# ---- design 1 ----
==> design_1/m1.png <==
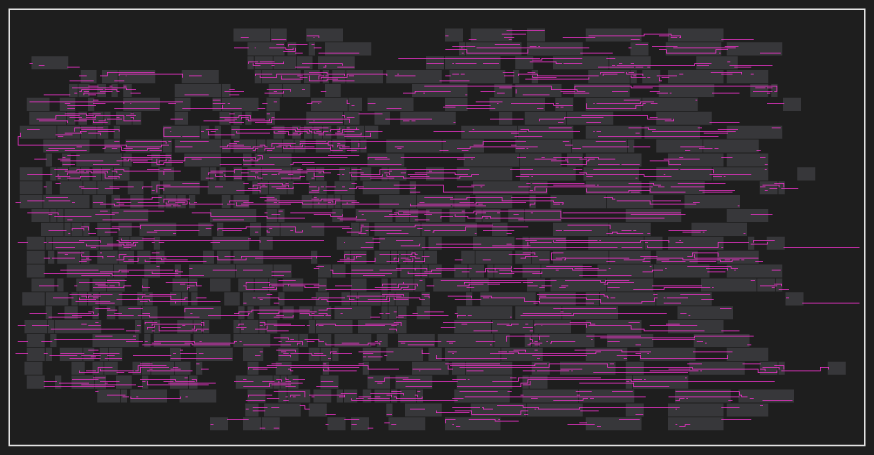
==> design_1/m2.png <==
The bar under the picture is 50 µm long.
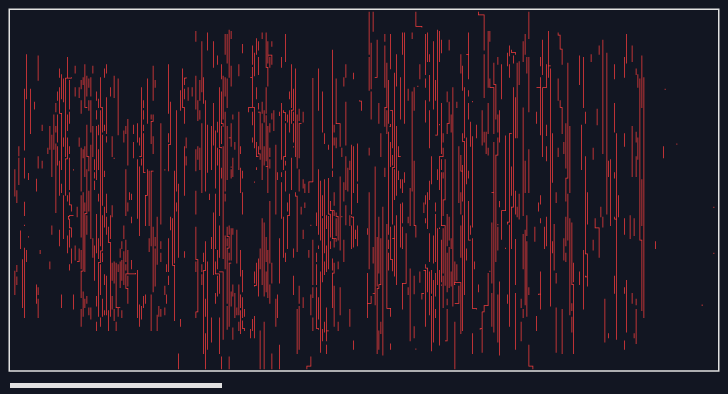
===== src/rtl/uart_rx_param.sv =====
// Oversampling UART receiver with optional parity, break handling and a
// show-ahead receive FIFO carrying per-word frame/parity error flags.
module uart_rx_param #(
    parameter int DATA_BITS  = 8,
    parameter int OVERSAMPLE = 16,
    parameter int FIFO_DEPTH = 8,
    parameter int DIV_WIDTH  = 16
) (
    input  logic                          clk,
    input  logic                          rst,
    input  logic                          rx,
    input  logic [DIV_WIDTH-1:0]          baud_div,
    input  logic [1:0]                    parity_mode,
    input  logic                          rd_en,
    input  logic                          clr_ovr,
    output logic [DATA_BITS-1:0]          rx_data,
    output logic                          rx_valid,
    output logic                          frame_err,
    output logic                          parity_err,
    output logic                          overrun,
    output logic [$clog2(FIFO_DEPTH):0]   fifo_count
);

    localparam int PTR_W  = $clog2(FIFO_DEPTH);
    localparam int OS_W   = $clog2(OVERSAMPLE);
    localparam int BIT_W  = $clog2(DATA_BITS + 1);
    localparam int WORD_W = DATA_BITS + 2;

    localparam logic [OS_W-1:0]  OS_HALF  = OS_W'(OVERSAMPLE / 2 - 1);
    localparam logic [OS_W-1:0]  OS_LAST  = OS_W'(OVERSAMPLE - 1);
    localparam logic [BIT_W-1:0] BIT_LAST = BIT_W'(DATA_BITS - 1);
    localparam logic [PTR_W:0]   FULL_CNT = (PTR_W + 1)'(FIFO_DEPTH);

    typedef enum logic [2:0] {IDLE, START, DATA, PARITY, STOP} state_t;

    logic [DIV_WIDTH-1:0] div_cnt;
    logic                 tick;

    assign tick = (div_cnt == baud_div);

    // The >= wrap keeps the counter from running away if baud_div shrinks mid-count.
    always_ff @(posedge clk) begin
        if (rst) begin
            div_cnt <= '0;
        end else if (div_cnt >= baud_div) begin
            div_cnt <= '0;
        end else begin
            div_cnt <= div_cnt + 1'b1;
        end
    end

    logic sync_a, sync_b, rx_s;

    always_ff @(posedge clk) begin
        if (rst) begin
            sync_a <= 1'b1;
            sync_b <= 1'b1;
        end else begin
            sync_a <= rx;
            sync_b <= sync_a;
        end
    end

    assign rx_s = sync_b;

    state_t                 state, state_n;
    logic [OS_W-1:0]        os, os_n;
    logic [BIT_W-1:0]       bit_cnt, bit_n;
    logic [DATA_BITS-1:0]   shift, shift_n;
    logic                   perr, perr_n;
    logic                   armed, armed_n;
    logic                   wr_en;
    logic [WORD_W-1:0]      wr_word;
    logic                   par_en, par_odd;

    assign par_en  = (parity_mode == 2'b01) || (parity_mode == 2'b10);
    assign par_odd = (parity_mode == 2'b10);

    always_ff @(posedge clk) begin
        if (rst) begin
            state   <= IDLE;
            os      <= '0;
            bit_cnt <= '0;
            shift   <= '0;
            perr    <= 1'b0;
            armed   <= 1'b0;
        end else begin
            state   <= state_n;
            os      <= os_n;
            bit_cnt <= bit_n;
            shift   <= shift_n;
            perr    <= perr_n;
            armed   <= armed_n;
        end
    end

    // armed gates new starts: it needs a high line on a tick, so a break
    // (stop read low and line held low) cannot retrigger a frame.
    always_comb begin
        state_n = state;
        os_n    = os;
        bit_n   = bit_cnt;
        shift_n = shift;
        perr_n  = perr;
        armed_n = armed;
        wr_en   = 1'b0;
        wr_word = {perr, 1'b0, shift};
        if (tick) begin
            case (state)
                IDLE: begin
                    os_n = '0;
                    if (rx_s) begin
                        armed_n = 1'b1;
                    end else if (armed) begin
                        state_n = START;
                    end
                end
                START: begin
                    if (os >= OS_HALF) begin
                        os_n    = '0;
                        bit_n   = '0;
                        perr_n  = 1'b0;
                        state_n = rx_s ? IDLE : DATA;
                    end else begin
                        os_n = os + 1'b1;
                    end
                end
                DATA: begin
                    if (os >= OS_LAST) begin
                        os_n    = '0;
                        shift_n = {rx_s, shift[DATA_BITS-1:1]};
                        bit_n   = bit_cnt + 1'b1;
                        if (bit_cnt >= BIT_LAST) begin
                            state_n = par_en ? PARITY : STOP;
                        end
                    end else begin
                        os_n = os + 1'b1;
                    end
                end
                PARITY: begin
                    if (os >= OS_LAST) begin
                        os_n    = '0;
                        perr_n  = (^shift) ^ rx_s ^ par_odd;
                        state_n = STOP;
                    end else begin
                        os_n = os + 1'b1;
                    end
                end
                STOP: begin
                    if (os >= OS_LAST) begin
                        os_n    = '0;
                        wr_en   = 1'b1;
                        wr_word = {perr, ~rx_s, shift};
                        armed_n = rx_s;
                        state_n = IDLE;
                    end else begin
                        os_n = os + 1'b1;
                    end
                end
                default: begin
                    os_n    = '0;
                    state_n = IDLE;
                end
            endcase
        end
    end

    logic [WORD_W-1:0] mem [FIFO_DEPTH];
    logic [PTR_W-1:0]  wr_ptr, rd_ptr;
    logic [PTR_W:0]    count;
    logic              pop, push, drop, full;
    logic [WORD_W-1:0] head;

    assign full = (count == FULL_CNT);
    assign pop  = rd_en && (count != '0);
    assign push = wr_en && (!full || pop);
    assign drop = wr_en && full && !pop;

    always_ff @(posedge clk) begin
        if (push) begin
            mem[wr_ptr] <= wr_word;
        end
    end

    always_ff @(posedge clk) begin
        if (rst) begin
            wr_ptr <= '0;
            rd_ptr <= '0;
            count  <= '0;
        end else begin
            if (push) begin
                wr_ptr <= wr_ptr + 1'b1;
            end
            if (pop) begin
                rd_ptr <= rd_ptr + 1'b1;
            end
            case ({push, pop})
                2'b10:   count <= count + 1'b1;
                2'b01:   count <= count - 1'b1;
                default: count <= count;
            endcase
        end
    end

    // A new drop wins over a same-cycle clear.
    always_ff @(posedge clk) begin
        if (rst) begin
            overrun <= 1'b0;
        end else if (drop) begin
            overrun <= 1'b1;
        end else if (clr_ovr) begin
            overrun <= 1'b0;
        end
    end

    assign head       = mem[rd_ptr];
    assign rx_valid   = (count != '0);
    assign rx_data    = rx_valid ? head[DATA_BITS-1:0] : '0;
    assign frame_err  = rx_valid & head[DATA_BITS];
    assign parity_err = rx_valid & head[DATA_BITS+1];
    assign fifo_count = count;

endmodule


===== config.mk =====
export PLATFORM = sky130hd
export DESIGN_NAME = uart_rx_param
export DESIGN_NICKNAME = d
export VERILOG_FILES = /design/src/rtl/uart_rx_param.sv
export SDC_FILE = /design/constraint.sdc
export NUM_CORES = 1
export LEC_CHECK = 0
export ABC_AREA = 0
export CAP_MARGIN = 20
export CORE_ASPECT_RATIO = 0.5
export CORE_MARGIN = 1.5
export CORE_UTILIZATION = 45
export CTS_CLUSTER_DIAMETER = 150
export DETAILED_ROUTE_END_ITERATION = 10
export PLACE_DENSITY = 0.66
export SLEW_MARGIN = 20
export SYNTH_ARGS = -nofsm -noshare
export SYNTH_HDL_FRONTEND = slang
export SYNTH_SLANG_ARGS = --single-unit

===== constraint.sdc =====
create_clock -name clk -period 3.1 [get_ports clk]
set_clock_uncertainty 0.2 [all_clocks]
set_input_delay 0.465 -clock clk [delete_from_list [all_inputs] [get_ports clk]]
set_output_delay 0.465 -clock clk [all_outputs]
set_load 0.02 [all_outputs]

==> results.cfg <==
; synthesis and place-and-route metrics
[cells_and_area]
n_all_inverters = 23
regArea_mm2 = 0.00346
final_cell_count_no_fill = 745
nMultiInputCombCells = 308
top_regs = mem x80, div_cnt x16, shift x8
drive_above_1_share_pct = 21.9
nets = 608

[yosys]
synthArstFlopShare_pct = 0
ys_warn_count = 0
synthAdderAreaFrac_pct = 4.91
topCellsByArea = edfxtp_1 40%, dfxtp_1 17%, mux4_2 7.4%
ys.flops = 133
yosys_area_mm2 = 0.00607
ys_types = 61
synth.top_cell.area_share_pct = 39.6
edf_count = 80

[clock_network]
cts_tree = done
ctsHoldBuffers = 0
htree_levels = 4

[setup_path]
slowest_delay_ns = 0.53
path_cells = clkdlybuf4s50_1 -> inv_1 -> ha_4 -> nand4_1 -> or4_4 -> nor3_4 -> nor2_2 -> xor2_1 -> ha_2 -> and3_4 -> mux2i_1 -> mux2_2
critical_path_depth = 12
start_kind = input pin
critPathCaptureType = flop
cp_max_fo = 2
endpoint = fifo_count[2]

[placement]
numPortBuffers = 38

[run_status]
status = completed

[global_route]
grt_max_degree = 26
grt_util_met3_pct = 4.38
gr-usage-met1_pct = 25.4

[die]
fp_util_pct = 47.0
ios = 39
die_y_um = 85.1

[route]
dr.pass1.iters = 5

[power_and_ir_drop]
p_seq_share_pct = 47.9

[timing]
final.min_clock_period_ns = 3.01

[job]
cap_violations = 0

[hold_path]
hp-class = reg -> reg
Notes on design_1/m1.png above:
main direction: horizontal
nets with wire on the layer: 559
longest straight run: 38.2 µm
wire length on this layer: 5800 µm

Notes on design_1/m2.png above:
main direction: vertical
wire length on this layer: 6020 µm
nets with wire on the layer: 511
longest straight run: 56.8 µm
share of all routed wire: 49%


# ---- design 2 ----
==> design_2/m1.png <==
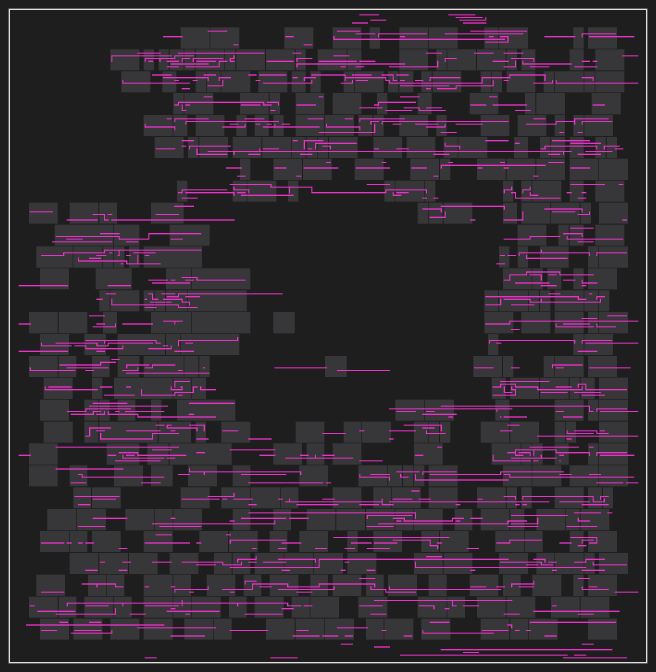
==> design_2/m2.png <==
The bar under the picture is 20 µm long.
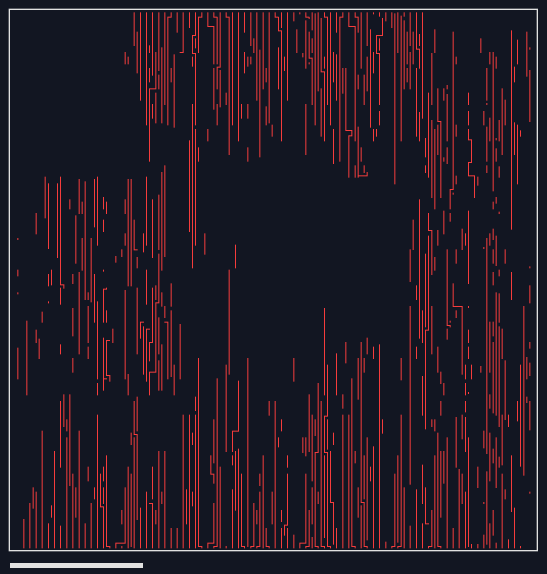
[src/rtl/pu_fifo_sched.sv]
// pu_fifo_sched: shares a single FIFO processing unit between N_REQ writers
// and N_REQ readers. At most one FIFO operation is issued per cycle. Writers
// and readers are each chosen round-robin, and write/read ties alternate.
// Occupancy is tracked locally so the FIFO never overflows or underflows.
// A flush request drains the FIFO and then pulses flush_done.
//
// Ports:
//   clk, rst                    clock, synchronous active-high reset
//   wr_req/wr_data/wr_attr      writer requests and per-writer payload slices
//   wr_grant                    one-hot, push of that writer happens this cycle
//   rd_req/rd_grant             reader requests, one-hot pop grant
//   rd_data/rd_attr             FIFO head while a read is granted, else 0
//   flush/flush_done            drain request, one-cycle completion pulse
//   count/full/empty            occupancy status
//   fifo_*                      connection to the FIFO instance
//
// state | meaning
// RUN   | arbitrate requests, issue at most one push or pop per cycle
// FLUSH | ignore requests, pop until empty, then pulse flush_done
module pu_fifo_sched #(
  parameter int DATA_WIDTH = 32,
  parameter int ATTR_WIDTH = 4,
  parameter int FIFO_SIZE  = 3,
  parameter int N_REQ      = 2
) (
  input  logic                             clk,
  input  logic                             rst,
  input  logic [N_REQ-1:0]                 wr_req,
  input  logic [N_REQ*DATA_WIDTH-1:0]      wr_data,
  input  logic [N_REQ*ATTR_WIDTH-1:0]      wr_attr,
  output logic [N_REQ-1:0]                 wr_grant,
  input  logic [N_REQ-1:0]                 rd_req,
  output logic [N_REQ-1:0]                 rd_grant,
  output logic [DATA_WIDTH-1:0]            rd_data,
  output logic [ATTR_WIDTH-1:0]            rd_attr,
  input  logic                             flush,
  output logic                             flush_done,
  output logic [$clog2(FIFO_SIZE+1)-1:0]   count,
  output logic                             full,
  output logic                             empty,
  output logic [DATA_WIDTH-1:0]            fifo_data_in,
  output logic [ATTR_WIDTH-1:0]            fifo_attr_in,
  output logic                             fifo_signal_wr,
  output logic                             fifo_signal_oe,
  input  logic [DATA_WIDTH-1:0]            fifo_data_out,
  input  logic [ATTR_WIDTH-1:0]            fifo_attr_out
);

  localparam int CW = $clog2(FIFO_SIZE + 1);
  localparam int PW = (N_REQ > 1) ? $clog2(N_REQ) : 1;
  localparam logic [CW-1:0] CNT_MAX = CW'(FIFO_SIZE);

  typedef enum logic {RUN = 1'b0, FLUSH = 1'b1} state_t;

  state_t        state, state_nxt;
  logic [CW-1:0] count_q, count_nxt;
  logic [PW-1:0] wr_ptr, wr_ptr_nxt, rd_ptr, rd_ptr_nxt;
  logic [PW-1:0] wr_win, rd_win;
  logic          last_wr, last_wr_nxt;
  logic          wr_elig, rd_elig, do_wr, do_rd;

  // First active request at or above ptr, otherwise first active below it.
  function automatic logic [PW-1:0] rr_pick(input logic [N_REQ-1:0] req,
                                            input logic [PW-1:0]    ptr);
    logic          found;
    logic [PW-1:0] win;
    found = 1'b0;
    win   = '0;
    for (int k = 0; k < N_REQ; k++) begin
      if (!found && req[k] && (k >= int'(ptr))) begin
        found = 1'b1;
        win   = PW'(k);
      end
    end
    for (int k = 0; k < N_REQ; k++) begin
      if (!found && req[k]) begin
        found = 1'b1;
        win   = PW'(k);
      end
    end
    return win;
  endfunction

  function automatic logic [PW-1:0] rr_next(input logic [PW-1:0] win);
    return (win == PW'(N_REQ - 1)) ? '0 : win + PW'(1);
  endfunction

  assign wr_win = rr_pick(wr_req, wr_ptr);
  assign rd_win = rr_pick(rd_req, rd_ptr);
  assign count  = count_q;
  assign full   = (count_q == CNT_MAX);
  assign empty  = (count_q == '0);

  always_comb begin
    state_nxt      = state;
    count_nxt      = count_q;
    wr_ptr_nxt     = wr_ptr;
    rd_ptr_nxt     = rd_ptr;
    last_wr_nxt    = last_wr;
    wr_grant       = '0;
    rd_grant       = '0;
    fifo_signal_wr = 1'b0;
    fifo_signal_oe = 1'b0;
    fifo_data_in   = '0;
    fifo_attr_in   = '0;
    rd_data        = '0;
    rd_attr        = '0;
    flush_done     = 1'b0;
    wr_elig        = (|wr_req) && (count_q != CNT_MAX);
    rd_elig        = (|rd_req) && (count_q != '0);
    do_wr          = 1'b0;
    do_rd          = 1'b0;
    case (state)
      RUN: begin
        // On a tie, take the opposite of the previous operation.
        do_wr = wr_elig && (!rd_elig || !last_wr);
        do_rd = rd_elig && !do_wr;
        if (do_wr) begin
          wr_grant[wr_win] = 1'b1;
          fifo_signal_wr   = 1'b1;
          fifo_data_in     = wr_data[int'(wr_win)*DATA_WIDTH +: DATA_WIDTH];
          fifo_attr_in     = wr_attr[int'(wr_win)*ATTR_WIDTH +: ATTR_WIDTH];
          count_nxt        = count_q + CW'(1);
          wr_ptr_nxt       = rr_next(wr_win);
          last_wr_nxt      = 1'b1;
        end else if (do_rd) begin
          rd_grant[rd_win] = 1'b1;
          fifo_signal_oe   = 1'b1;
          rd_data          = fifo_data_out;
          rd_attr          = fifo_attr_out;
          count_nxt        = count_q - CW'(1);
          rd_ptr_nxt       = rr_next(rd_win);
          last_wr_nxt      = 1'b0;
        end
        if (flush) state_nxt = FLUSH;
      end
      FLUSH: begin
        if (count_q != '0) begin
          fifo_signal_oe = 1'b1;
          count_nxt      = count_q - CW'(1);
        end else begin
          flush_done = 1'b1;
          state_nxt  = RUN;
        end
      end
      default: state_nxt = RUN;
    endcase
  end

  always_ff @(posedge clk) begin
    if (rst) begin
      state   <= RUN;
      count_q <= '0;
      wr_ptr  <= '0;
      rd_ptr  <= '0;
      last_wr <= 1'b0;
    end else begin
      state   <= state_nxt;
      count_q <= count_nxt;
      wr_ptr  <= wr_ptr_nxt;
      rd_ptr  <= rd_ptr_nxt;
      last_wr <= last_wr_nxt;
    end
  end

endmodule

[config.mk]
export PLATFORM = sky130hd
export DESIGN_NAME = pu_fifo_sched
export DESIGN_NICKNAME = d
export VERILOG_FILES = /design/src/rtl/pu_fifo_sched.sv
export SDC_FILE = /design/constraint.sdc
export NUM_CORES = 1
export LEC_CHECK = 0
export CORE_AREA = 2 2 77 79
export CTS_CLUSTER_SIZE = 25
export DETAILED_ROUTE_END_ITERATION = 16
export DIE_AREA = 0 0 79 81
export PLACE_DENSITY = 0.78
export SYNTH_ARGS = -nofsm -noshare
export SYNTH_HDL_FRONTEND = slang
export SYNTH_SLANG_ARGS = --single-unit
[constraint.sdc]
create_clock -name clk -period 3.9 [get_ports clk]
set_input_delay 0.78 -clock clk [delete_from_list [all_inputs] [get_ports clk]]
set_output_delay 0.78 -clock clk [all_outputs]
set_load 0.005 [all_outputs]
==> results.cfg <==
; synthesis and place-and-route metrics
[clock_network]
cts.path.max_buffers = 2
cts_setup_buffers = 0
htree_levels = 1
cts_root_buffer = clkbuf_8
cts_resized = 0

[route]
ant_nets = 0
drt-initial-drc-count = 61

[global_route]
busiest_layer = met2
antenna_found_initial = 0

[cells_and_area]
lay_top_count = clkdlybuf4s50_1
syn_to_final_growth_pct = 179
nMultiInputCombCells = 177
flops = 6

[run_status]
status = completed

[power_and_ir_drop]
netSwitchingFraction_pct = 35.7
p_leak_nw = 1.29

[hold_path]
whs_path_depth = 2

[yosys]
synthAoiAreaFrac_pct = 28.5
common_cells = 74 x nand2_1, 39 x a21oi_1, 37 x and2_1, 8 x buf_2, 8 x inv_1

[setup_path]
regToRegEndpoint = count[1]
r2r_slack_ns = 1.99
Notes on design_2/m1.png above:
longest straight run: 45.1 µm
nets with wire on the layer: 437

Notes on design_2/m2.png above:
main direction: vertical
wire length on this layer: 3400 µm


# ---- design 3 ----
==> design_3/m1.png <==
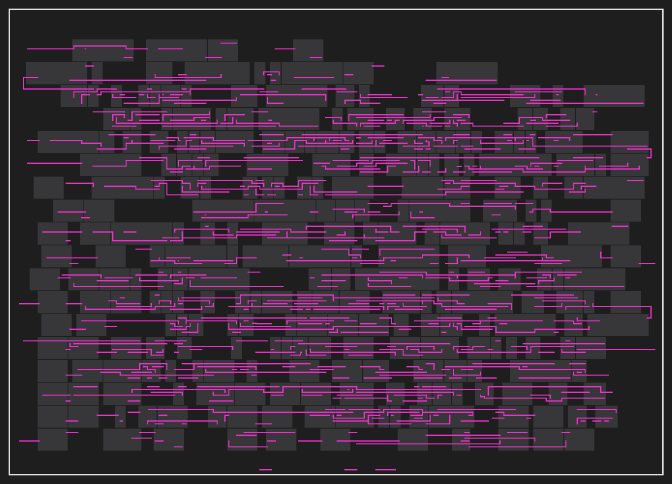
==> design_3/m2.png <==
The bar under the picture is 20 µm long.
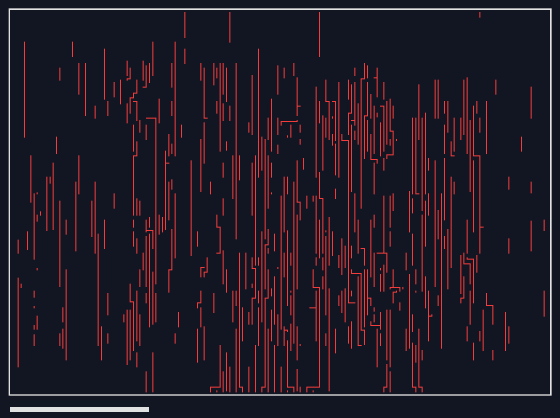
--- src/rtl/serdes_link_sched.sv ---
// Round-robin byte scheduler feeding a UART-like serializer.
// Each frame carries a start bit, a 2-bit channel id, 8 data bits and a stop bit.
module serdes_link_sched #(
  parameter int BAUD_DIV = 1,
  parameter int NREQ     = 4
) (
  input  logic        clk,
  input  logic        rst,
  input  logic        ena,
  input  logic [3:0]  req_valid,
  input  logic [31:0] req_data,
  output logic [3:0]  req_ready,
  output logic        ser_out,
  output logic        busy,
  output logic [1:0]  grant_id,
  output logic        frame_done
);

  typedef enum logic [2:0] {IDLE, START, ID, DATA, STOP} state_t;

  localparam logic [7:0] BAUD_RELOAD = 8'(BAUD_DIV - 1);

  state_t      state_q, state_d;
  logic [7:0]  baud_q, baud_d;
  logic [2:0]  idx_q, idx_d;
  logic [7:0]  byte_q, byte_d;
  logic [1:0]  gid_q, gid_d;
  logic [1:0]  ptr_q, ptr_d;
  logic        ser_q, ser_d;

  logic [1:0]  cand;
  logic [1:0]  win_id;
  logic        win_found;
  logic        grant;
  logic        bit_end;

  // First valid requester at or after the round-robin pointer; 2-bit add wraps 3->0.
  always_comb begin
    win_found = 1'b0;
    win_id    = ptr_q;
    cand      = ptr_q;
    for (int k = 0; k < NREQ; k++) begin
      cand = ptr_q + 2'(k);
      if (!win_found && req_valid[cand]) begin
        win_found = 1'b1;
        win_id    = cand;
      end
    end
  end

  assign grant     = (state_q == IDLE) && ena && win_found && !rst;
  assign req_ready = grant ? (4'b0001 << win_id) : 4'b0000;
  assign bit_end   = (baud_q == 8'd0);

  // NOTE: every signal driven here gets a default first, so no path leaves one unassigned and no latch is inferred.
  always_comb begin
    state_d    = state_q;
    baud_d     = baud_q;
    idx_d      = idx_q;
    byte_d     = byte_q;
    gid_d      = gid_q;
    ptr_d      = ptr_q;
    frame_done = 1'b0;

    if (state_q != IDLE) begin
      baud_d = bit_end ? BAUD_RELOAD : baud_q - 8'd1;
    end

    case (state_q)
      IDLE: begin
        if (grant) begin
          state_d = START;
          baud_d  = BAUD_RELOAD;
          idx_d   = 3'd0;
          byte_d  = req_data[{win_id, 3'b000} +: 8];
          gid_d   = win_id;
          ptr_d   = win_id + 2'd1;
        end
      end
      START: begin
        if (bit_end) begin
          state_d = ID;
          idx_d   = 3'd0;
        end
      end
      ID: begin
        if (bit_end) begin
          if (idx_q == 3'd1) begin
            state_d = DATA;
            idx_d   = 3'd0;
          end else begin
            idx_d = idx_q + 3'd1;
          end
        end
      end
      DATA: begin
        if (bit_end) begin
          if (idx_q == 3'd7) begin
            state_d = STOP;
            idx_d   = 3'd0;
          end else begin
            idx_d = idx_q + 3'd1;
          end
        end
      end
      STOP: begin
        if (bit_end) begin
          frame_done = 1'b1;
          state_d    = IDLE;
        end
      end
      default: state_d = IDLE;
    endcase
  end

  // The line level is derived from the next state so the registered output lines up with it.
  always_comb begin
    case (state_d)
      START:   ser_d = 1'b0;
      ID:      ser_d = gid_d[idx_d[0]];
      DATA:    ser_d = byte_d[idx_d];
      default: ser_d = 1'b1;
    endcase
  end

  // NOTE: sequential state uses non-blocking assignments so every register samples pre-edge values.
  always_ff @(posedge clk) begin
    if (rst) begin
      state_q <= IDLE;
      baud_q  <= 8'd0;
      idx_q   <= 3'd0;
      byte_q  <= 8'd0;
      gid_q   <= 2'd0;
      ptr_q   <= 2'd0;
      ser_q   <= 1'b1;
    end else begin
      state_q <= state_d;
      baud_q  <= baud_d;
      idx_q   <= idx_d;
      byte_q  <= byte_d;
      gid_q   <= gid_d;
      ptr_q   <= ptr_d;
      ser_q   <= ser_d;
    end
  end

  assign ser_out  = ser_q;
  assign busy     = (state_q != IDLE);
  assign grant_id = gid_q;

endmodule

--- config.mk ---
export PLATFORM = sky130hd
export DESIGN_NAME = serdes_link_sched
export DESIGN_NICKNAME = d
export VERILOG_FILES = /design/src/rtl/serdes_link_sched.sv
export SDC_FILE = /design/constraint.sdc
export NUM_CORES = 1
export LEC_CHECK = 0
export CAP_MARGIN = 20
export CORE_ASPECT_RATIO = 0.7
export CORE_MARGIN = 1.5
export CORE_UTILIZATION = 50
export DETAILED_ROUTE_END_ITERATION = 12
export MAX_ROUTING_LAYER = met4
export PLACE_DENSITY = 0.79
export REMOVE_ABC_BUFFERS = 1
export SYNTH_ARGS = -nofsm -noshare
export SYNTH_HDL_FRONTEND = slang
export SYNTH_SLANG_ARGS = --single-unit
--- constraint.sdc ---
create_clock -name clk -period 5.89 [get_ports clk]
set_clock_uncertainty 0.1 [all_clocks]
set_input_delay 1.4725 -clock clk [delete_from_list [all_inputs] [get_ports clk]]
set_output_delay 1.4725 -clock clk [all_outputs]
set_load 0.02 [all_outputs]
==> results.cfg <==
; synthesis and place-and-route metrics
[placement]
dp_cells = 327
pre_cts_ws_ns = 0.399

[job]
cap_violations = 0

[cells_and_area]
syn_to_final_growth_pct = 28.1
drive_above_1_share_pct = 11.4
sh_comb_area_pct = 52.5
fillCellCount = 327

[timing]
tightest_slew_ns = 0.917
rsz0062_at_grt = no
finalSetupTns_ns = 0
hold_ws_ns = 0.362

[power_and_ir_drop]
p_clk_mw = 0.104
intPower_mw = 0.526
powerComb_mw = 0.599

[global_route]
gr-usage-met1_pct = 35.0

[yosys]
synth_stat.cells = 237
topCellsByArea = dfxtp_1 28%, nand2_1 6.6%, mux2i_1 6.2%
syn_inst = 237
common_cells = 34 x nand2_1, 27 x dfxtp_1, 22 x nor2_1, 16 x a21oi_1, 13 x nand3_1
synthAoiAreaFrac_pct = 19.9
synthArstFlopShare_pct = 0
mux_area_share_pct = 7.74
ys.flops = 27

[run_status]
status = completed

[hold_path]
holdPathEnd = byte_q[0]

[clock_network]
cts_resized = 0
cts_made_buffers = 3
cts_root_buffer = clkbuf_8
clock_latency_ns = 0.27
ctsHoldBuffers = 0

[die]
die-width_um = 77.4
die-area_mm2 = 0.00427

[setup_path]
regToRegEndpoint = ser_out
arrival_ns = 3.98
start_kind = input pin

[route]
ant_nets = 0
## Picture notes: design_3/m1.png
nets with wire on the layer: 293
main direction: horizontal
wire length on this layer: 2480 µm
longest straight run: 21.2 µm

## Picture notes: design_3/m2.png
share of all routed wire: 41%
longest straight run: 25.2 µm


# ---- design 4 ----
==> design_4/m3.png <==
The bar under the picture is 20 µm long.
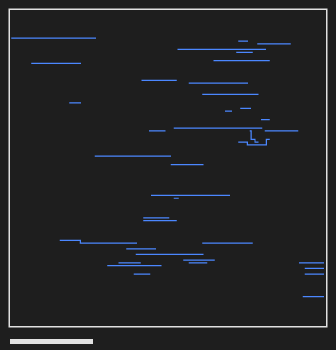
--- src/rtl/sound_player.sv ---
// ----------------------------------------------------------------------------
// sound_player
// Plays a short tone pattern on a buzzer pin whenever a new sound code shows
// up from the animation logic. Ping and pong are one tone phase each; go is
// a low tone phase followed by a high tone phase.
//
// Ports:
//   clk         system clock
//   clr         asynchronous active-high reset
//   code_sound  sound code: 00 stop, 01 pong, 10 ping, 11 go
//   mute        forces silence and aborts the current sound
//   trigger     one-cycle strobe that replays the current code
//   buzzer      registered square-wave output
//   busy        high while a sound is playing
//   done        one-cycle pulse when a sound completes normally
// ----------------------------------------------------------------------------
module sound_player #(
    parameter int DIV_PING  = 6818,
    parameter int DIV_PONG  = 13636,
    parameter int DIV_GO_LO = 22727,
    parameter int DIV_GO_HI = 11364,
    parameter int DUR       = 1200000
) (
    input  logic       clk,
    input  logic       clr,
    input  logic [1:0] code_sound,
    input  logic       mute,
    input  logic       trigger,
    output logic       buzzer,
    output logic       busy,
    output logic       done
);

    localparam logic [23:0] DIV_PING_W  = 24'(DIV_PING);
    localparam logic [23:0] DIV_PONG_W  = 24'(DIV_PONG);
    localparam logic [23:0] DIV_GO_LO_W = 24'(DIV_GO_LO);
    localparam logic [23:0] DIV_GO_HI_W = 24'(DIV_GO_HI);
    localparam logic [23:0] DUR_M1      = 24'(DUR - 1);

    // state | meaning
    // IDLE  | silent, waiting for a start event
    // TONE1 | ping/pong tone, or the low go tone
    // TONE2 | high go tone (go only)
    typedef enum logic [1:0] {
        IDLE  = 2'd0,
        TONE1 = 2'd1,
        TONE2 = 2'd2
    } state_t;

    state_t      state_q, state_d;
    logic [1:0]  code_q;
    logic [1:0]  act_code_q, act_code_d;
    logic [23:0] div_q, div_d;
    logic [23:0] div_cnt_q, div_cnt_d;
    logic [23:0] dur_cnt_q, dur_cnt_d;
    logic        buzzer_q, buzzer_d;
    logic        done_q, done_d;

    logic        start;
    logic [23:0] start_div;

    // A trigger coinciding with a code change is still just one start.
    assign start = (code_sound != code_q) || trigger;

    always_comb begin
        start_div = DIV_PING_W;
        case (code_sound)
            2'b01:   start_div = DIV_PONG_W;
            2'b10:   start_div = DIV_PING_W;
            2'b11:   start_div = DIV_GO_LO_W;
            default: start_div = DIV_PING_W;
        endcase
    end

    always_comb begin
        state_d    = state_q;
        act_code_d = act_code_q;
        div_d      = div_q;
        div_cnt_d  = div_cnt_q;
        dur_cnt_d  = dur_cnt_q;
        buzzer_d   = buzzer_q;
        done_d     = 1'b0;

        if (mute) begin
            state_d   = IDLE;
            buzzer_d  = 1'b0;
            div_cnt_d = '0;
            dur_cnt_d = '0;
        end else if (start) begin
            div_cnt_d = '0;
            dur_cnt_d = '0;
            if (code_sound != 2'b00) begin
                state_d    = TONE1;
                act_code_d = code_sound;
                div_d      = start_div;
                buzzer_d   = 1'b1;
            end else begin
                state_d  = IDLE;
                buzzer_d = 1'b0;
            end
        end else if (state_q != IDLE) begin
            if (dur_cnt_q == DUR_M1) begin
                div_cnt_d = '0;
                dur_cnt_d = '0;
                if (state_q == TONE1 && act_code_q == 2'b11) begin
                    state_d  = TONE2;
                    div_d    = DIV_GO_HI_W;
                    buzzer_d = 1'b1;
                end else begin
                    state_d  = IDLE;
                    buzzer_d = 1'b0;
                    done_d   = 1'b1;
                end
            end else begin
                dur_cnt_d = dur_cnt_q + 24'd1;
                if (div_cnt_q == div_q - 24'd1) begin
                    buzzer_d  = ~buzzer_q;
                    div_cnt_d = '0;
                end else begin
                    div_cnt_d = div_cnt_q + 24'd1;
                end
            end
        end
    end

    always_ff @(posedge clk or posedge clr) begin
        if (clr) begin
            state_q    <= IDLE;
            code_q     <= 2'b00;
            act_code_q <= 2'b00;
            div_q      <= DIV_PING_W;
            div_cnt_q  <= '0;
            dur_cnt_q  <= '0;
            buzzer_q   <= 1'b0;
            done_q     <= 1'b0;
        end else begin
            state_q    <= state_d;
            code_q     <= code_sound;
            act_code_q <= act_code_d;
            div_q      <= div_d;
            div_cnt_q  <= div_cnt_d;
            dur_cnt_q  <= dur_cnt_d;
            buzzer_q   <= buzzer_d;
            done_q     <= done_d;
        end
    end

    assign buzzer = buzzer_q;
    assign busy   = (state_q != IDLE);
    assign done   = done_q;

endmodule

--- config.mk ---
export PLATFORM = sky130hd
export DESIGN_NAME = sound_player
export DESIGN_NICKNAME = d
export VERILOG_FILES = /design/src/rtl/sound_player.sv
export SDC_FILE = /design/constraint.sdc
export NUM_CORES = 1
export LEC_CHECK = 0
export CORE_MARGIN = 1
export CORE_UTILIZATION = 65
export CTS_CLUSTER_DIAMETER = 40
export DETAILED_ROUTE_END_ITERATION = 10
export GPL_TIMING_DRIVEN = 0
export PLACE_DENSITY_LB_ADDON = 0.1
export SLEW_MARGIN = 20
export SYNTH_ARGS = -nofsm -noshare
export SYNTH_HDL_FRONTEND = slang
export SYNTH_SLANG_ARGS = --single-unit
--- constraint.sdc ---
create_clock -name clk -period 6.5 [get_ports clk]
set_clock_uncertainty 0.15 [all_clocks]
set_input_delay 1.3 -clock clk [delete_from_list [all_inputs] [get_ports clk]]
set_output_delay 1.3 -clock clk [all_outputs]
set_load 0.005 [all_outputs]
==> results.cfg <==
; synthesis and place-and-route metrics
[cells_and_area]
sh_comb_area_pct = 47.2
flops = 65
comb_area_mm2 = 0.00188
regArea_mm2 = 0.00163

[setup_path]
start_kind = input pin
arrival_ns = 3.98
endpoint = div_cnt_q[16]

[hold_path]
hp-class = reg -> reg
min_from = act_code_q[1]
holdPathEnd = act_code_q[1]

[clock_network]
cts_tree = done
cts.path.max_buffers = 2

[route]
wl_met1_um = 3320
met2_wirelength_um = 3820

[yosys]
synth.top_cell.area_share_pct = 41.6
yosysMostFrequentCell = nor2_1
topCellsByArea = dfrtp_1 42%, xor2_1 8.5%, nor2_1 7.7%
topCombFamilyByArea = simple AND/OR/NAND/NOR gates
synthAdderAreaFrac_pct = 1.39
mux_area_share_pct = 0.866

[timing]
finalSetupTns_ns = 0
setup_ws_ns = 2.64

[global_route]
busiest_layer = met2
grtUsageTotal_pct = 28.7
grt_pass1_vias = 2882

[power_and_ir_drop]
intPower_mw = 0.641

[die]
taps = 70

[run_status]
status = completed
## Picture notes: design_4/m3.png
main direction: horizontal
share of all routed wire: 4.5%
nets with wire on the layer: 26


# ---- design 5 ----
**src/rtl/pb_debouncer.sv**
```systemverilog
// pb_debouncer: counter-based push-button debouncer producing a clean registered level.
// Define PB_DEBOUNCER_SYNC_EN to insert a 2-flop synchronizer ahead of the qualifier.
module pb_debouncer #(
  parameter int STABLE_CYCLES = 100000,
  parameter int CNT_W = 17
) (
  input  logic clk,
  input  logic rst_n,
  input  logic pb_raw,
  output logic pb_debounced,
  output logic pb_busy
);
  typedef enum logic [1:0] {S_LOW, S_RISE, S_HIGH, S_FALL} state_t;
  localparam logic [CNT_W-1:0] TERM = CNT_W'(STABLE_CYCLES - 1);
  state_t state, state_nxt;
  logic [CNT_W-1:0] cnt, cnt_nxt;
  logic pb_s, term, deb_nxt, busy_nxt;
`ifdef PB_DEBOUNCER_SYNC_EN
  logic [1:0] sync;
  always_ff @(posedge clk)
    if (!rst_n) sync <= '0;
    else sync <= {sync[0], pb_raw};
  assign pb_s = sync[1];
`else
  assign pb_s = pb_raw;
`endif
  assign term = cnt == TERM;
  always_ff @(posedge clk)
    if (!rst_n) begin
      state <= S_LOW;
      cnt <= '0;
      pb_debounced <= 1'b0;
      pb_busy <= 1'b0;
    end else begin
      state <= state_nxt;
      cnt <= cnt_nxt;
      pb_debounced <= deb_nxt;
      pb_busy <= busy_nxt;
    end
  // an opposite sample is checked before the terminal count so it always aborts
  always_comb begin
    state_nxt = S_LOW;
    cnt_nxt = '0;
    case (state)
      S_LOW: begin
        state_nxt = pb_s ? S_RISE : S_LOW;
        cnt_nxt = pb_s ? CNT_W'(1) : '0;
      end
      S_RISE: begin
        state_nxt = !pb_s ? S_LOW : term ? S_HIGH : S_RISE;
        cnt_nxt = (!pb_s || term) ? '0 : cnt + CNT_W'(1);
      end
      S_HIGH: begin
        state_nxt = pb_s ? S_HIGH : S_FALL;
        cnt_nxt = pb_s ? '0 : CNT_W'(1);
      end
      S_FALL: begin
        state_nxt = pb_s ? S_HIGH : term ? S_LOW : S_FALL;
        cnt_nxt = (pb_s || term) ? '0 : cnt + CNT_W'(1);
      end
      default: begin
        state_nxt = S_LOW;
        cnt_nxt = '0;
      end
    endcase
  end
  always_comb begin
    deb_nxt = state_nxt == S_HIGH || state_nxt == S_FALL;
    busy_nxt = state_nxt == S_RISE || state_nxt == S_FALL;
  end
endmodule

```
**config.mk**
```make
export PLATFORM = sky130hd
export DESIGN_NAME = pb_debouncer
export DESIGN_NICKNAME = d
export VERILOG_FILES = /design/src/rtl/pb_debouncer.sv
export SDC_FILE = /design/constraint.sdc
export NUM_CORES = 1
export LEC_CHECK = 0
export ABC_AREA = 1
export CORE_UTILIZATION = 52
export CTS_BUF_LIST = sky130_fd_sc_hd__clkbuf_2 sky130_fd_sc_hd__clkbuf_4 sky130_fd_sc_hd__clkbuf_8
export DETAILED_ROUTE_END_ITERATION = 10
export HOLD_SLACK_MARGIN = 0.03
export PLACE_DENSITY = 0.73
export SETUP_SLACK_MARGIN = 0.02
export SKIP_CTS_REPAIR_TIMING = 1
export SLEW_MARGIN = 10
export SYNTH_ARGS = -nofsm -noshare
export SYNTH_HDL_FRONTEND = slang
export SYNTH_SLANG_ARGS = --single-unit
```
**constraint.sdc**
```tcl
create_clock -name clk -period 4.2 [get_ports clk]
set_input_delay 0.84 -clock clk [delete_from_list [all_inputs] [get_ports clk]]
set_output_delay 0.84 -clock clk [all_outputs]
set_load 0.03 [all_outputs]
```
==> design_5/m1.png <==
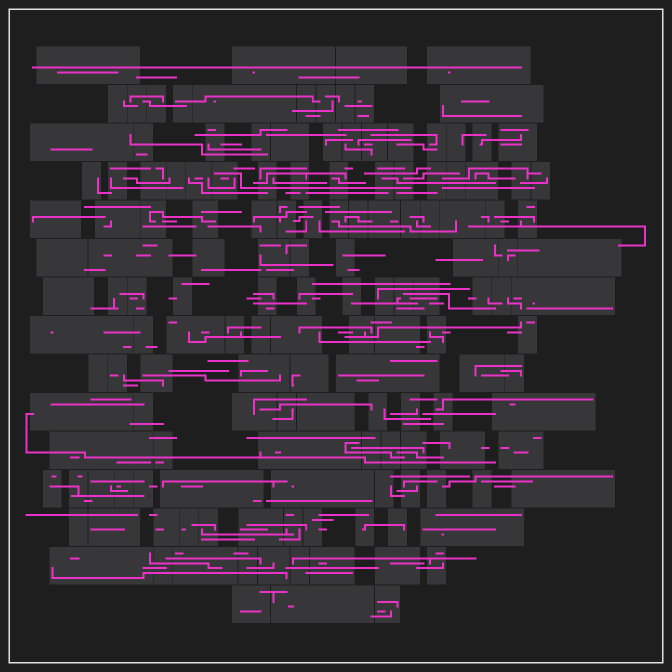
wire length on this layer: 843 µm
longest straight run: 34.5 µm

==> design_5/m2.png <==
The bar under the picture is 10 µm long.
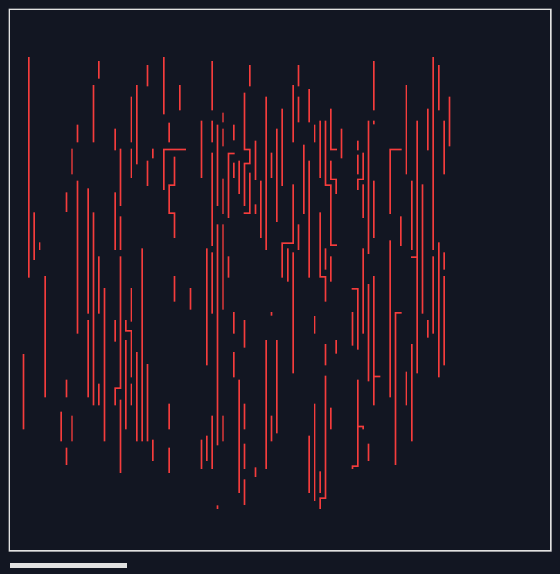
longest straight run: 21.4 µm
nets with wire on the layer: 118
main direction: vertical

==> results.cfg <==
; synthesis and place-and-route metrics
[run_status]
status = completed

[clock_network]
cts_made_buffers = 3

[yosys]
ys_seq_share_pct = 39.7
xor_share_pct = 9.54
ff_type = dfxtp_1
syn_area_mm2 = 0.00101

[cells_and_area]
comb_area_um2 = 531
flops = 20
final-clk-cell-share_pct = 3.28
nMultiInputCombCells = 104
mostFrequentLayoutCells = 37 x nor2_1, 29 x nand2_1, 20 x dfxtp_1

[die]
die-area_mm2 = 0.00212
ios = 5
core_mm2 = 0.00176

[power_and_ir_drop]
intPower_mw = 0.249
clock_power_share_pct = 35.9
maxPowerGroup = sequential cells

[route]
dr_wl_met3_um = 92
drc_errors = 0
vias = 829
vias_per_cell = 4.74

[placement]
hpwl_um = 1350

[hold_path]
holdPathEnd = cnt[16]

[timing]
fmax_mhz = 442

[setup_path]
start_kind = flop
==> design_5/m3.png <==
The bar under the picture is 10 µm long.
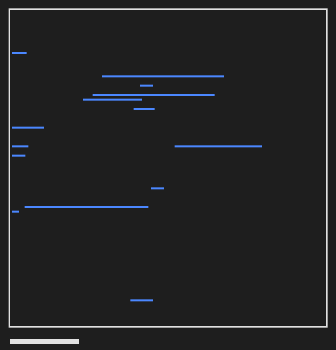
longest straight run: 17.7 µm
main direction: horizontal
nets with wire on the layer: 11
wire length on this layer: 92.9 µm


# ---- design 6 ----
==> design_6/m4.png <==
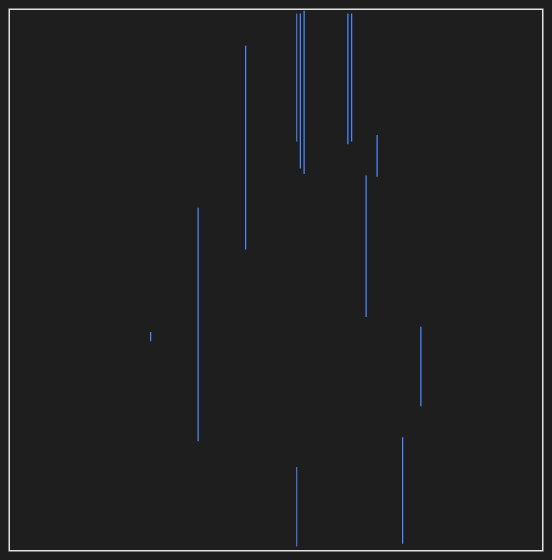
==> design_6/m3.png <==
The bar under the picture is 50 µm long.
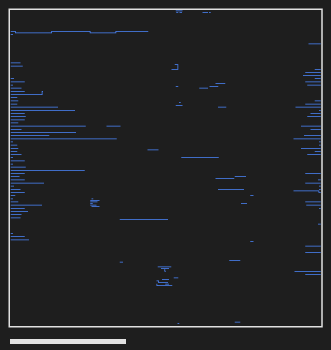
==> src/rtl/scanline_fetch_arbiter.sv <==
// Framebuffer port arbiter: once-per-line prefetch of the next visible line into a
// double-banked line buffer at top priority, remaining bandwidth shared round-robin by two clients.
module scanline_fetch_arbiter #(
  parameter int V_DISPLAY      = 480,
  parameter int V_TOTAL        = 525,
  parameter int WORDS_PER_LINE = 40,
  parameter int FB_BASE        = 0,
  parameter int ADDR_W         = 18,
  parameter int DATA_W         = 16
) (
  input  logic              aClock,
  input  logic              aReset,
  input  logic [9:0]        aX,
  input  logic [9:0]        aY,
  input  logic              aReq0,
  input  logic              aReq1,
  input  logic              aWe0,
  input  logic              aWe1,
  input  logic [ADDR_W-1:0] aAddr0,
  input  logic [ADDR_W-1:0] aAddr1,
  input  logic [DATA_W-1:0] aWData0,
  input  logic [DATA_W-1:0] aWData1,
  output logic              anOutAck0,
  output logic              anOutAck1,
  output logic [DATA_W-1:0] anOutRData,
  output logic              anOutMemReq,
  output logic              anOutMemWe,
  output logic [ADDR_W-1:0] anOutMemAddr,
  output logic [DATA_W-1:0] anOutMemWData,
  input  logic              aMemReady,
  input  logic [DATA_W-1:0] aMemRData,
  output logic              anOutLbWe,
  output logic              anOutLbBank,
  output logic [5:0]        anOutLbAddr,
  output logic [DATA_W-1:0] anOutLbData,
  output logic              anOutUnderrun
);

  localparam logic [9:0] LAST_LINE = 10'(V_TOTAL - 1);
  localparam logic [9:0] VIS_LINES = 10'(V_DISPLAY);
  localparam logic [5:0] LAST_WORD = 6'(WORDS_PER_LINE - 1);

  typedef enum logic [1:0] {IDLE, FETCH, CLIENT} state_t;

  state_t              state_q, state_d;
  logic                pend_q, pend_d;
  logic [9:0]          line_q, line_d;
  logic [5:0]          word_q, word_d;
  logic                discard_q, discard_d;
  logic                rr_q, rr_d;
  logic                gnt_q, gnt_d;
  logic                mem_req_q, mem_req_d;
  logic                mem_we_q, mem_we_d;
  logic [ADDR_W-1:0]   mem_addr_q, mem_addr_d;
  logic [DATA_W-1:0]   mem_wdata_q, mem_wdata_d;
  logic                ack0_q, ack0_d;
  logic                ack1_q, ack1_d;
  logic [DATA_W-1:0]   rdata_q, rdata_d;
  logic                lb_we_q, lb_we_d;
  logic                lb_bank_q, lb_bank_d;
  logic [5:0]          lb_addr_q, lb_addr_d;
  logic [DATA_W-1:0]   lb_data_q, lb_data_d;
  logic                underrun_q, underrun_d;

  logic       trig, n_vis, mem_done, fetch_done, last_done, ur;
  logic       req0_eff, req1_eff, g;
  logic [9:0] n_line;

  function automatic logic [ADDR_W-1:0] fetch_addr(input logic [9:0] line, input logic [5:0] word);
    logic [31:0] a;
    a = 32'(FB_BASE) + 32'(line) * 32'(WORDS_PER_LINE) + 32'(word);
    return a[ADDR_W-1:0];
  endfunction

  always_comb begin
    state_d     = state_q;
    pend_d      = pend_q;
    line_d      = line_q;
    word_d      = word_q;
    discard_d   = discard_q;
    rr_d        = rr_q;
    gnt_d       = gnt_q;
    mem_req_d   = mem_req_q;
    mem_we_d    = mem_we_q;
    mem_addr_d  = mem_addr_q;
    mem_wdata_d = mem_wdata_q;
    ack0_d      = 1'b0;
    ack1_d      = 1'b0;
    rdata_d     = rdata_q;
    lb_we_d     = 1'b0;
    lb_bank_d   = lb_bank_q;
    lb_addr_d   = lb_addr_q;
    lb_data_d   = lb_data_q;
    underrun_d  = 1'b0;
    g           = 1'b0;

    trig       = (aX == 10'd0);
    n_line     = (aY == LAST_LINE) ? 10'd0 : aY + 10'd1;
    n_vis      = (n_line < VIS_LINES);
    mem_done   = mem_req_q && aMemReady;
    fetch_done = (state_q == FETCH) && mem_done;
    last_done  = fetch_done && !discard_q && (word_q == LAST_WORD);
    // A trigger that lands on the very cycle the last word completes is not an underrun.
    ur         = trig && pend_q && !last_done;
    // A client sees its ack this cycle and only drops its request next cycle.
    req0_eff   = aReq0 && !ack0_q;
    req1_eff   = aReq1 && !ack1_q;

    if (fetch_done) begin
      discard_d = 1'b0;
      if (!discard_q && !ur) begin
        lb_we_d   = 1'b1;
        lb_bank_d = line_q[0];
        lb_addr_d = word_q;
        lb_data_d = aMemRData;
        if (word_q == LAST_WORD) pend_d = 1'b0;
        else                     word_d = word_q + 6'd1;
      end
    end

    if (trig) begin
      underrun_d = ur;
      pend_d     = n_vis;
      word_d     = 6'd0;
      if (n_vis) line_d = n_line;
      // The in-flight read belongs to the abandoned line; let it finish and drop its data.
      if (ur && (state_q == FETCH) && mem_req_q && !aMemReady) discard_d = 1'b1;
    end

    case (state_q)
      IDLE: begin
        if (pend_d) begin
          state_d    = FETCH;
          mem_req_d  = 1'b1;
          mem_we_d   = 1'b0;
          mem_addr_d = fetch_addr(line_d, word_d);
        end else if (req0_eff || req1_eff) begin
          g           = (req0_eff && req1_eff) ? ~rr_q : req1_eff;
          gnt_d       = g;
          state_d     = CLIENT;
          mem_req_d   = 1'b1;
          mem_we_d    = g ? aWe1 : aWe0;
          mem_addr_d  = g ? aAddr1 : aAddr0;
          mem_wdata_d = g ? aWData1 : aWData0;
        end
      end
      FETCH: begin
        if (mem_done) begin
          if (pend_d) begin
            mem_req_d  = 1'b1;
            mem_we_d   = 1'b0;
            mem_addr_d = fetch_addr(line_d, word_d);
          end else begin
            mem_req_d = 1'b0;
            state_d   = IDLE;
          end
        end
      end
      CLIENT: begin
        if (mem_done) begin
          mem_req_d = 1'b0;
          state_d   = IDLE;
          rr_d      = gnt_q;
          rdata_d   = aMemRData;
          ack0_d    = !gnt_q;
          ack1_d    = gnt_q;
        end
      end
      default: state_d = IDLE;
    endcase
  end

  always_ff @(posedge aClock) begin
    if (aReset) begin
      state_q     <= IDLE;
      pend_q      <= 1'b0;
      line_q      <= '0;
      word_q      <= '0;
      discard_q   <= 1'b0;
      rr_q        <= 1'b1;
      gnt_q       <= 1'b0;
      mem_req_q   <= 1'b0;
      mem_we_q    <= 1'b0;
      mem_addr_q  <= '0;
      mem_wdata_q <= '0;
      ack0_q      <= 1'b0;
      ack1_q      <= 1'b0;
      rdata_q     <= '0;
      lb_we_q     <= 1'b0;
      lb_bank_q   <= 1'b0;
      lb_addr_q   <= '0;
      lb_data_q   <= '0;
      underrun_q  <= 1'b0;
    end else begin
      state_q     <= state_d;
      pend_q      <= pend_d;
      line_q      <= line_d;
      word_q      <= word_d;
      discard_q   <= discard_d;
      rr_q        <= rr_d;
      gnt_q       <= gnt_d;
      mem_req_q   <= mem_req_d;
      mem_we_q    <= mem_we_d;
      mem_addr_q  <= mem_addr_d;
      mem_wdata_q <= mem_wdata_d;
      ack0_q      <= ack0_d;
      ack1_q      <= ack1_d;
      rdata_q     <= rdata_d;
      lb_we_q     <= lb_we_d;
      lb_bank_q   <= lb_bank_d;
      lb_addr_q   <= lb_addr_d;
      lb_data_q   <= lb_data_d;
      underrun_q  <= underrun_d;
    end
  end

  assign anOutAck0     = ack0_q;
  assign anOutAck1     = ack1_q;
  assign anOutRData    = rdata_q;
  assign anOutMemReq   = mem_req_q;
  assign anOutMemWe    = mem_we_q;
  assign anOutMemAddr  = mem_addr_q;
  assign anOutMemWData = mem_wdata_q;
  assign anOutLbWe     = lb_we_q;
  assign anOutLbBank   = lb_bank_q;
  assign anOutLbAddr   = lb_addr_q;
  assign anOutLbData   = lb_data_q;
  assign anOutUnderrun = underrun_q;

endmodule

==> config.mk <==
export PLATFORM = sky130hd
export DESIGN_NAME = scanline_fetch_arbiter
export DESIGN_NICKNAME = d
export VERILOG_FILES = /design/src/rtl/scanline_fetch_arbiter.sv
export SDC_FILE = /design/constraint.sdc
export NUM_CORES = 1
export LEC_CHECK = 0
export CELL_PAD_IN_SITES_DETAIL_PLACEMENT = 1
export CELL_PAD_IN_SITES_GLOBAL_PLACEMENT = 1
export CORE_AREA = 2 2 132 134
export DETAILED_ROUTE_END_ITERATION = 12
export DIE_AREA = 0 0 134 136
export GPL_TIMING_DRIVEN = 0
export PLACE_DENSITY_LB_ADDON = 0.1
export REMOVE_ABC_BUFFERS = 1
export SLEW_MARGIN = 20
export SYNTH_ARGS = -nofsm -noshare
export SYNTH_HDL_FRONTEND = slang
export SYNTH_SLANG_ARGS = --single-unit
==> constraint.sdc <==
create_clock -name aClock -period 6.2 [get_ports aClock]
set_input_delay 0.93 -clock aClock [delete_from_list [all_inputs] [get_ports aClock]]
set_output_delay 0.93 -clock aClock [all_outputs]
set_load 0.03 [all_outputs]
==> results.cfg <==
; synthesis and place-and-route metrics
[clock_network]
ctsHoldBuffers = 0
cts.path.max_buffers = 2
cts_root_buffer = clkbuf_16
clock-sinks = 101
cts_resized = 3

[yosys]
ys.flops = 101
topCellsByArea = dfxtp_1 37%, nand2_1 8.4%, a21oi_1 7.0%
synthAoiAreaFrac_pct = 18.7
syn_inst = 661
xor_share_pct = 3.35
ff_type = dfxtp_1
synthArstFlopShare_pct = 0

[hold_path]
whs_path_depth = 2

[timing]
setup_viol = 0
rsz0062_at_grt = no
final.min_clock_period_ns = 5.92
min_period_over_period_pct = 95.5

[cells_and_area]
sh_comb_area_pct = 41.7
final-clk-cell-share_pct = 3.85
nMultiInputCombCells = 513
seq_share_pct = 25.5
flops = 101
syn_to_final_growth_pct = 44.7

[global_route]
grt_max_degree = 64
antenna_found_initial = 0
grtUsageTotal_pct = 18.9
grt_pass1_vias = 5688

[placement]
placed_area_mm2 = 0.00756

[power_and_ir_drop]
peakVddDrop_v = 0.000136
intPower_mw = 1.14
clock_power_share_pct = 37.4
p_clk_mw = 0.596
powerComb_mw = 0.308
combPwrFrac_pct = 19.4

[route]
vias_per_cell = 5.11

[setup_path]
cp_max_fo = 8
path_cells = clkdlybuf4s50_1 -> or3_1 -> nor4_4 -> o41a_1 -> o31a_4 -> mux2_2 -> ha_1 -> ha_1 -> fa_1 -> a21o_1 -> a221oi_2 -> xnor2_1 -> nand4_1 -> or4b_2 -> a31oi_1 -> o211ai_2 -> a21oi_2
reg2regPathDepth = 15
endpoint = anOutMemAddr[15]

[die]
core_mm2 = 0.0169

[run_status]
status = completed
Notes on design_6/m4.png above:
nets with wire on the layer: 10
wire length on this layer: 399 µm

Notes on design_6/m3.png above:
wire length on this layer: 791 µm
main direction: horizontal
share of all routed wire: 4.6%
nets with wire on the layer: 111



## Gallery

The clock network.
(a)
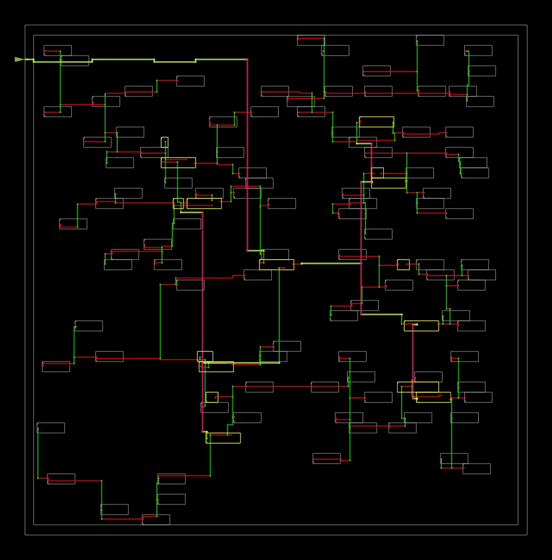
(b)
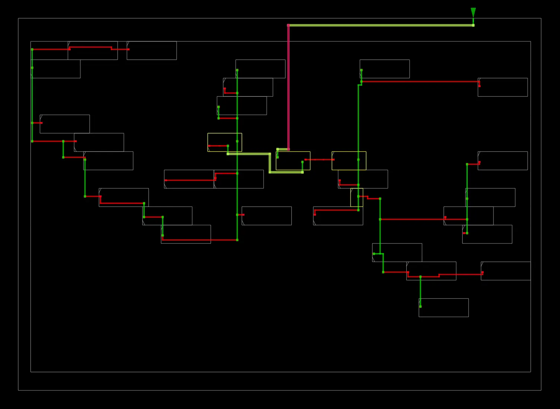
(c)
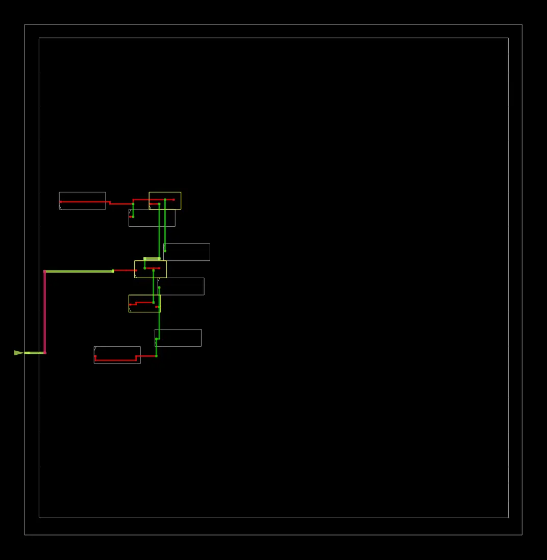
(d)
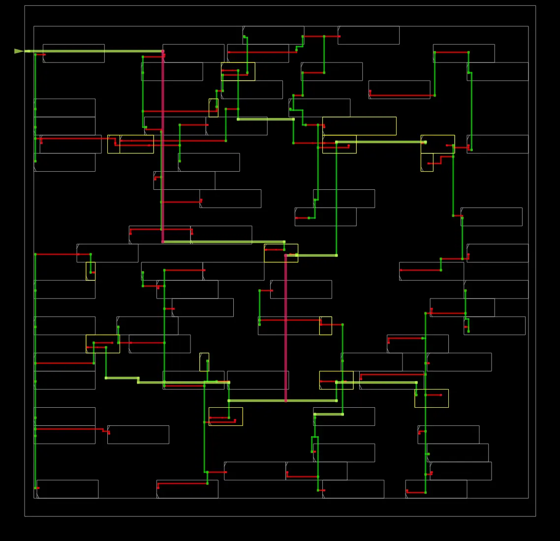
(e)
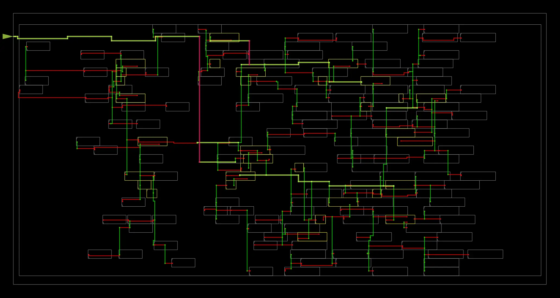
design 2 -> (c)
design 1 -> (e)
design 6 -> (a)
design 4 -> (d)
design 3 -> (b)
The one with the most clock buffers is (e).
The one with the most sequential cells is (e).

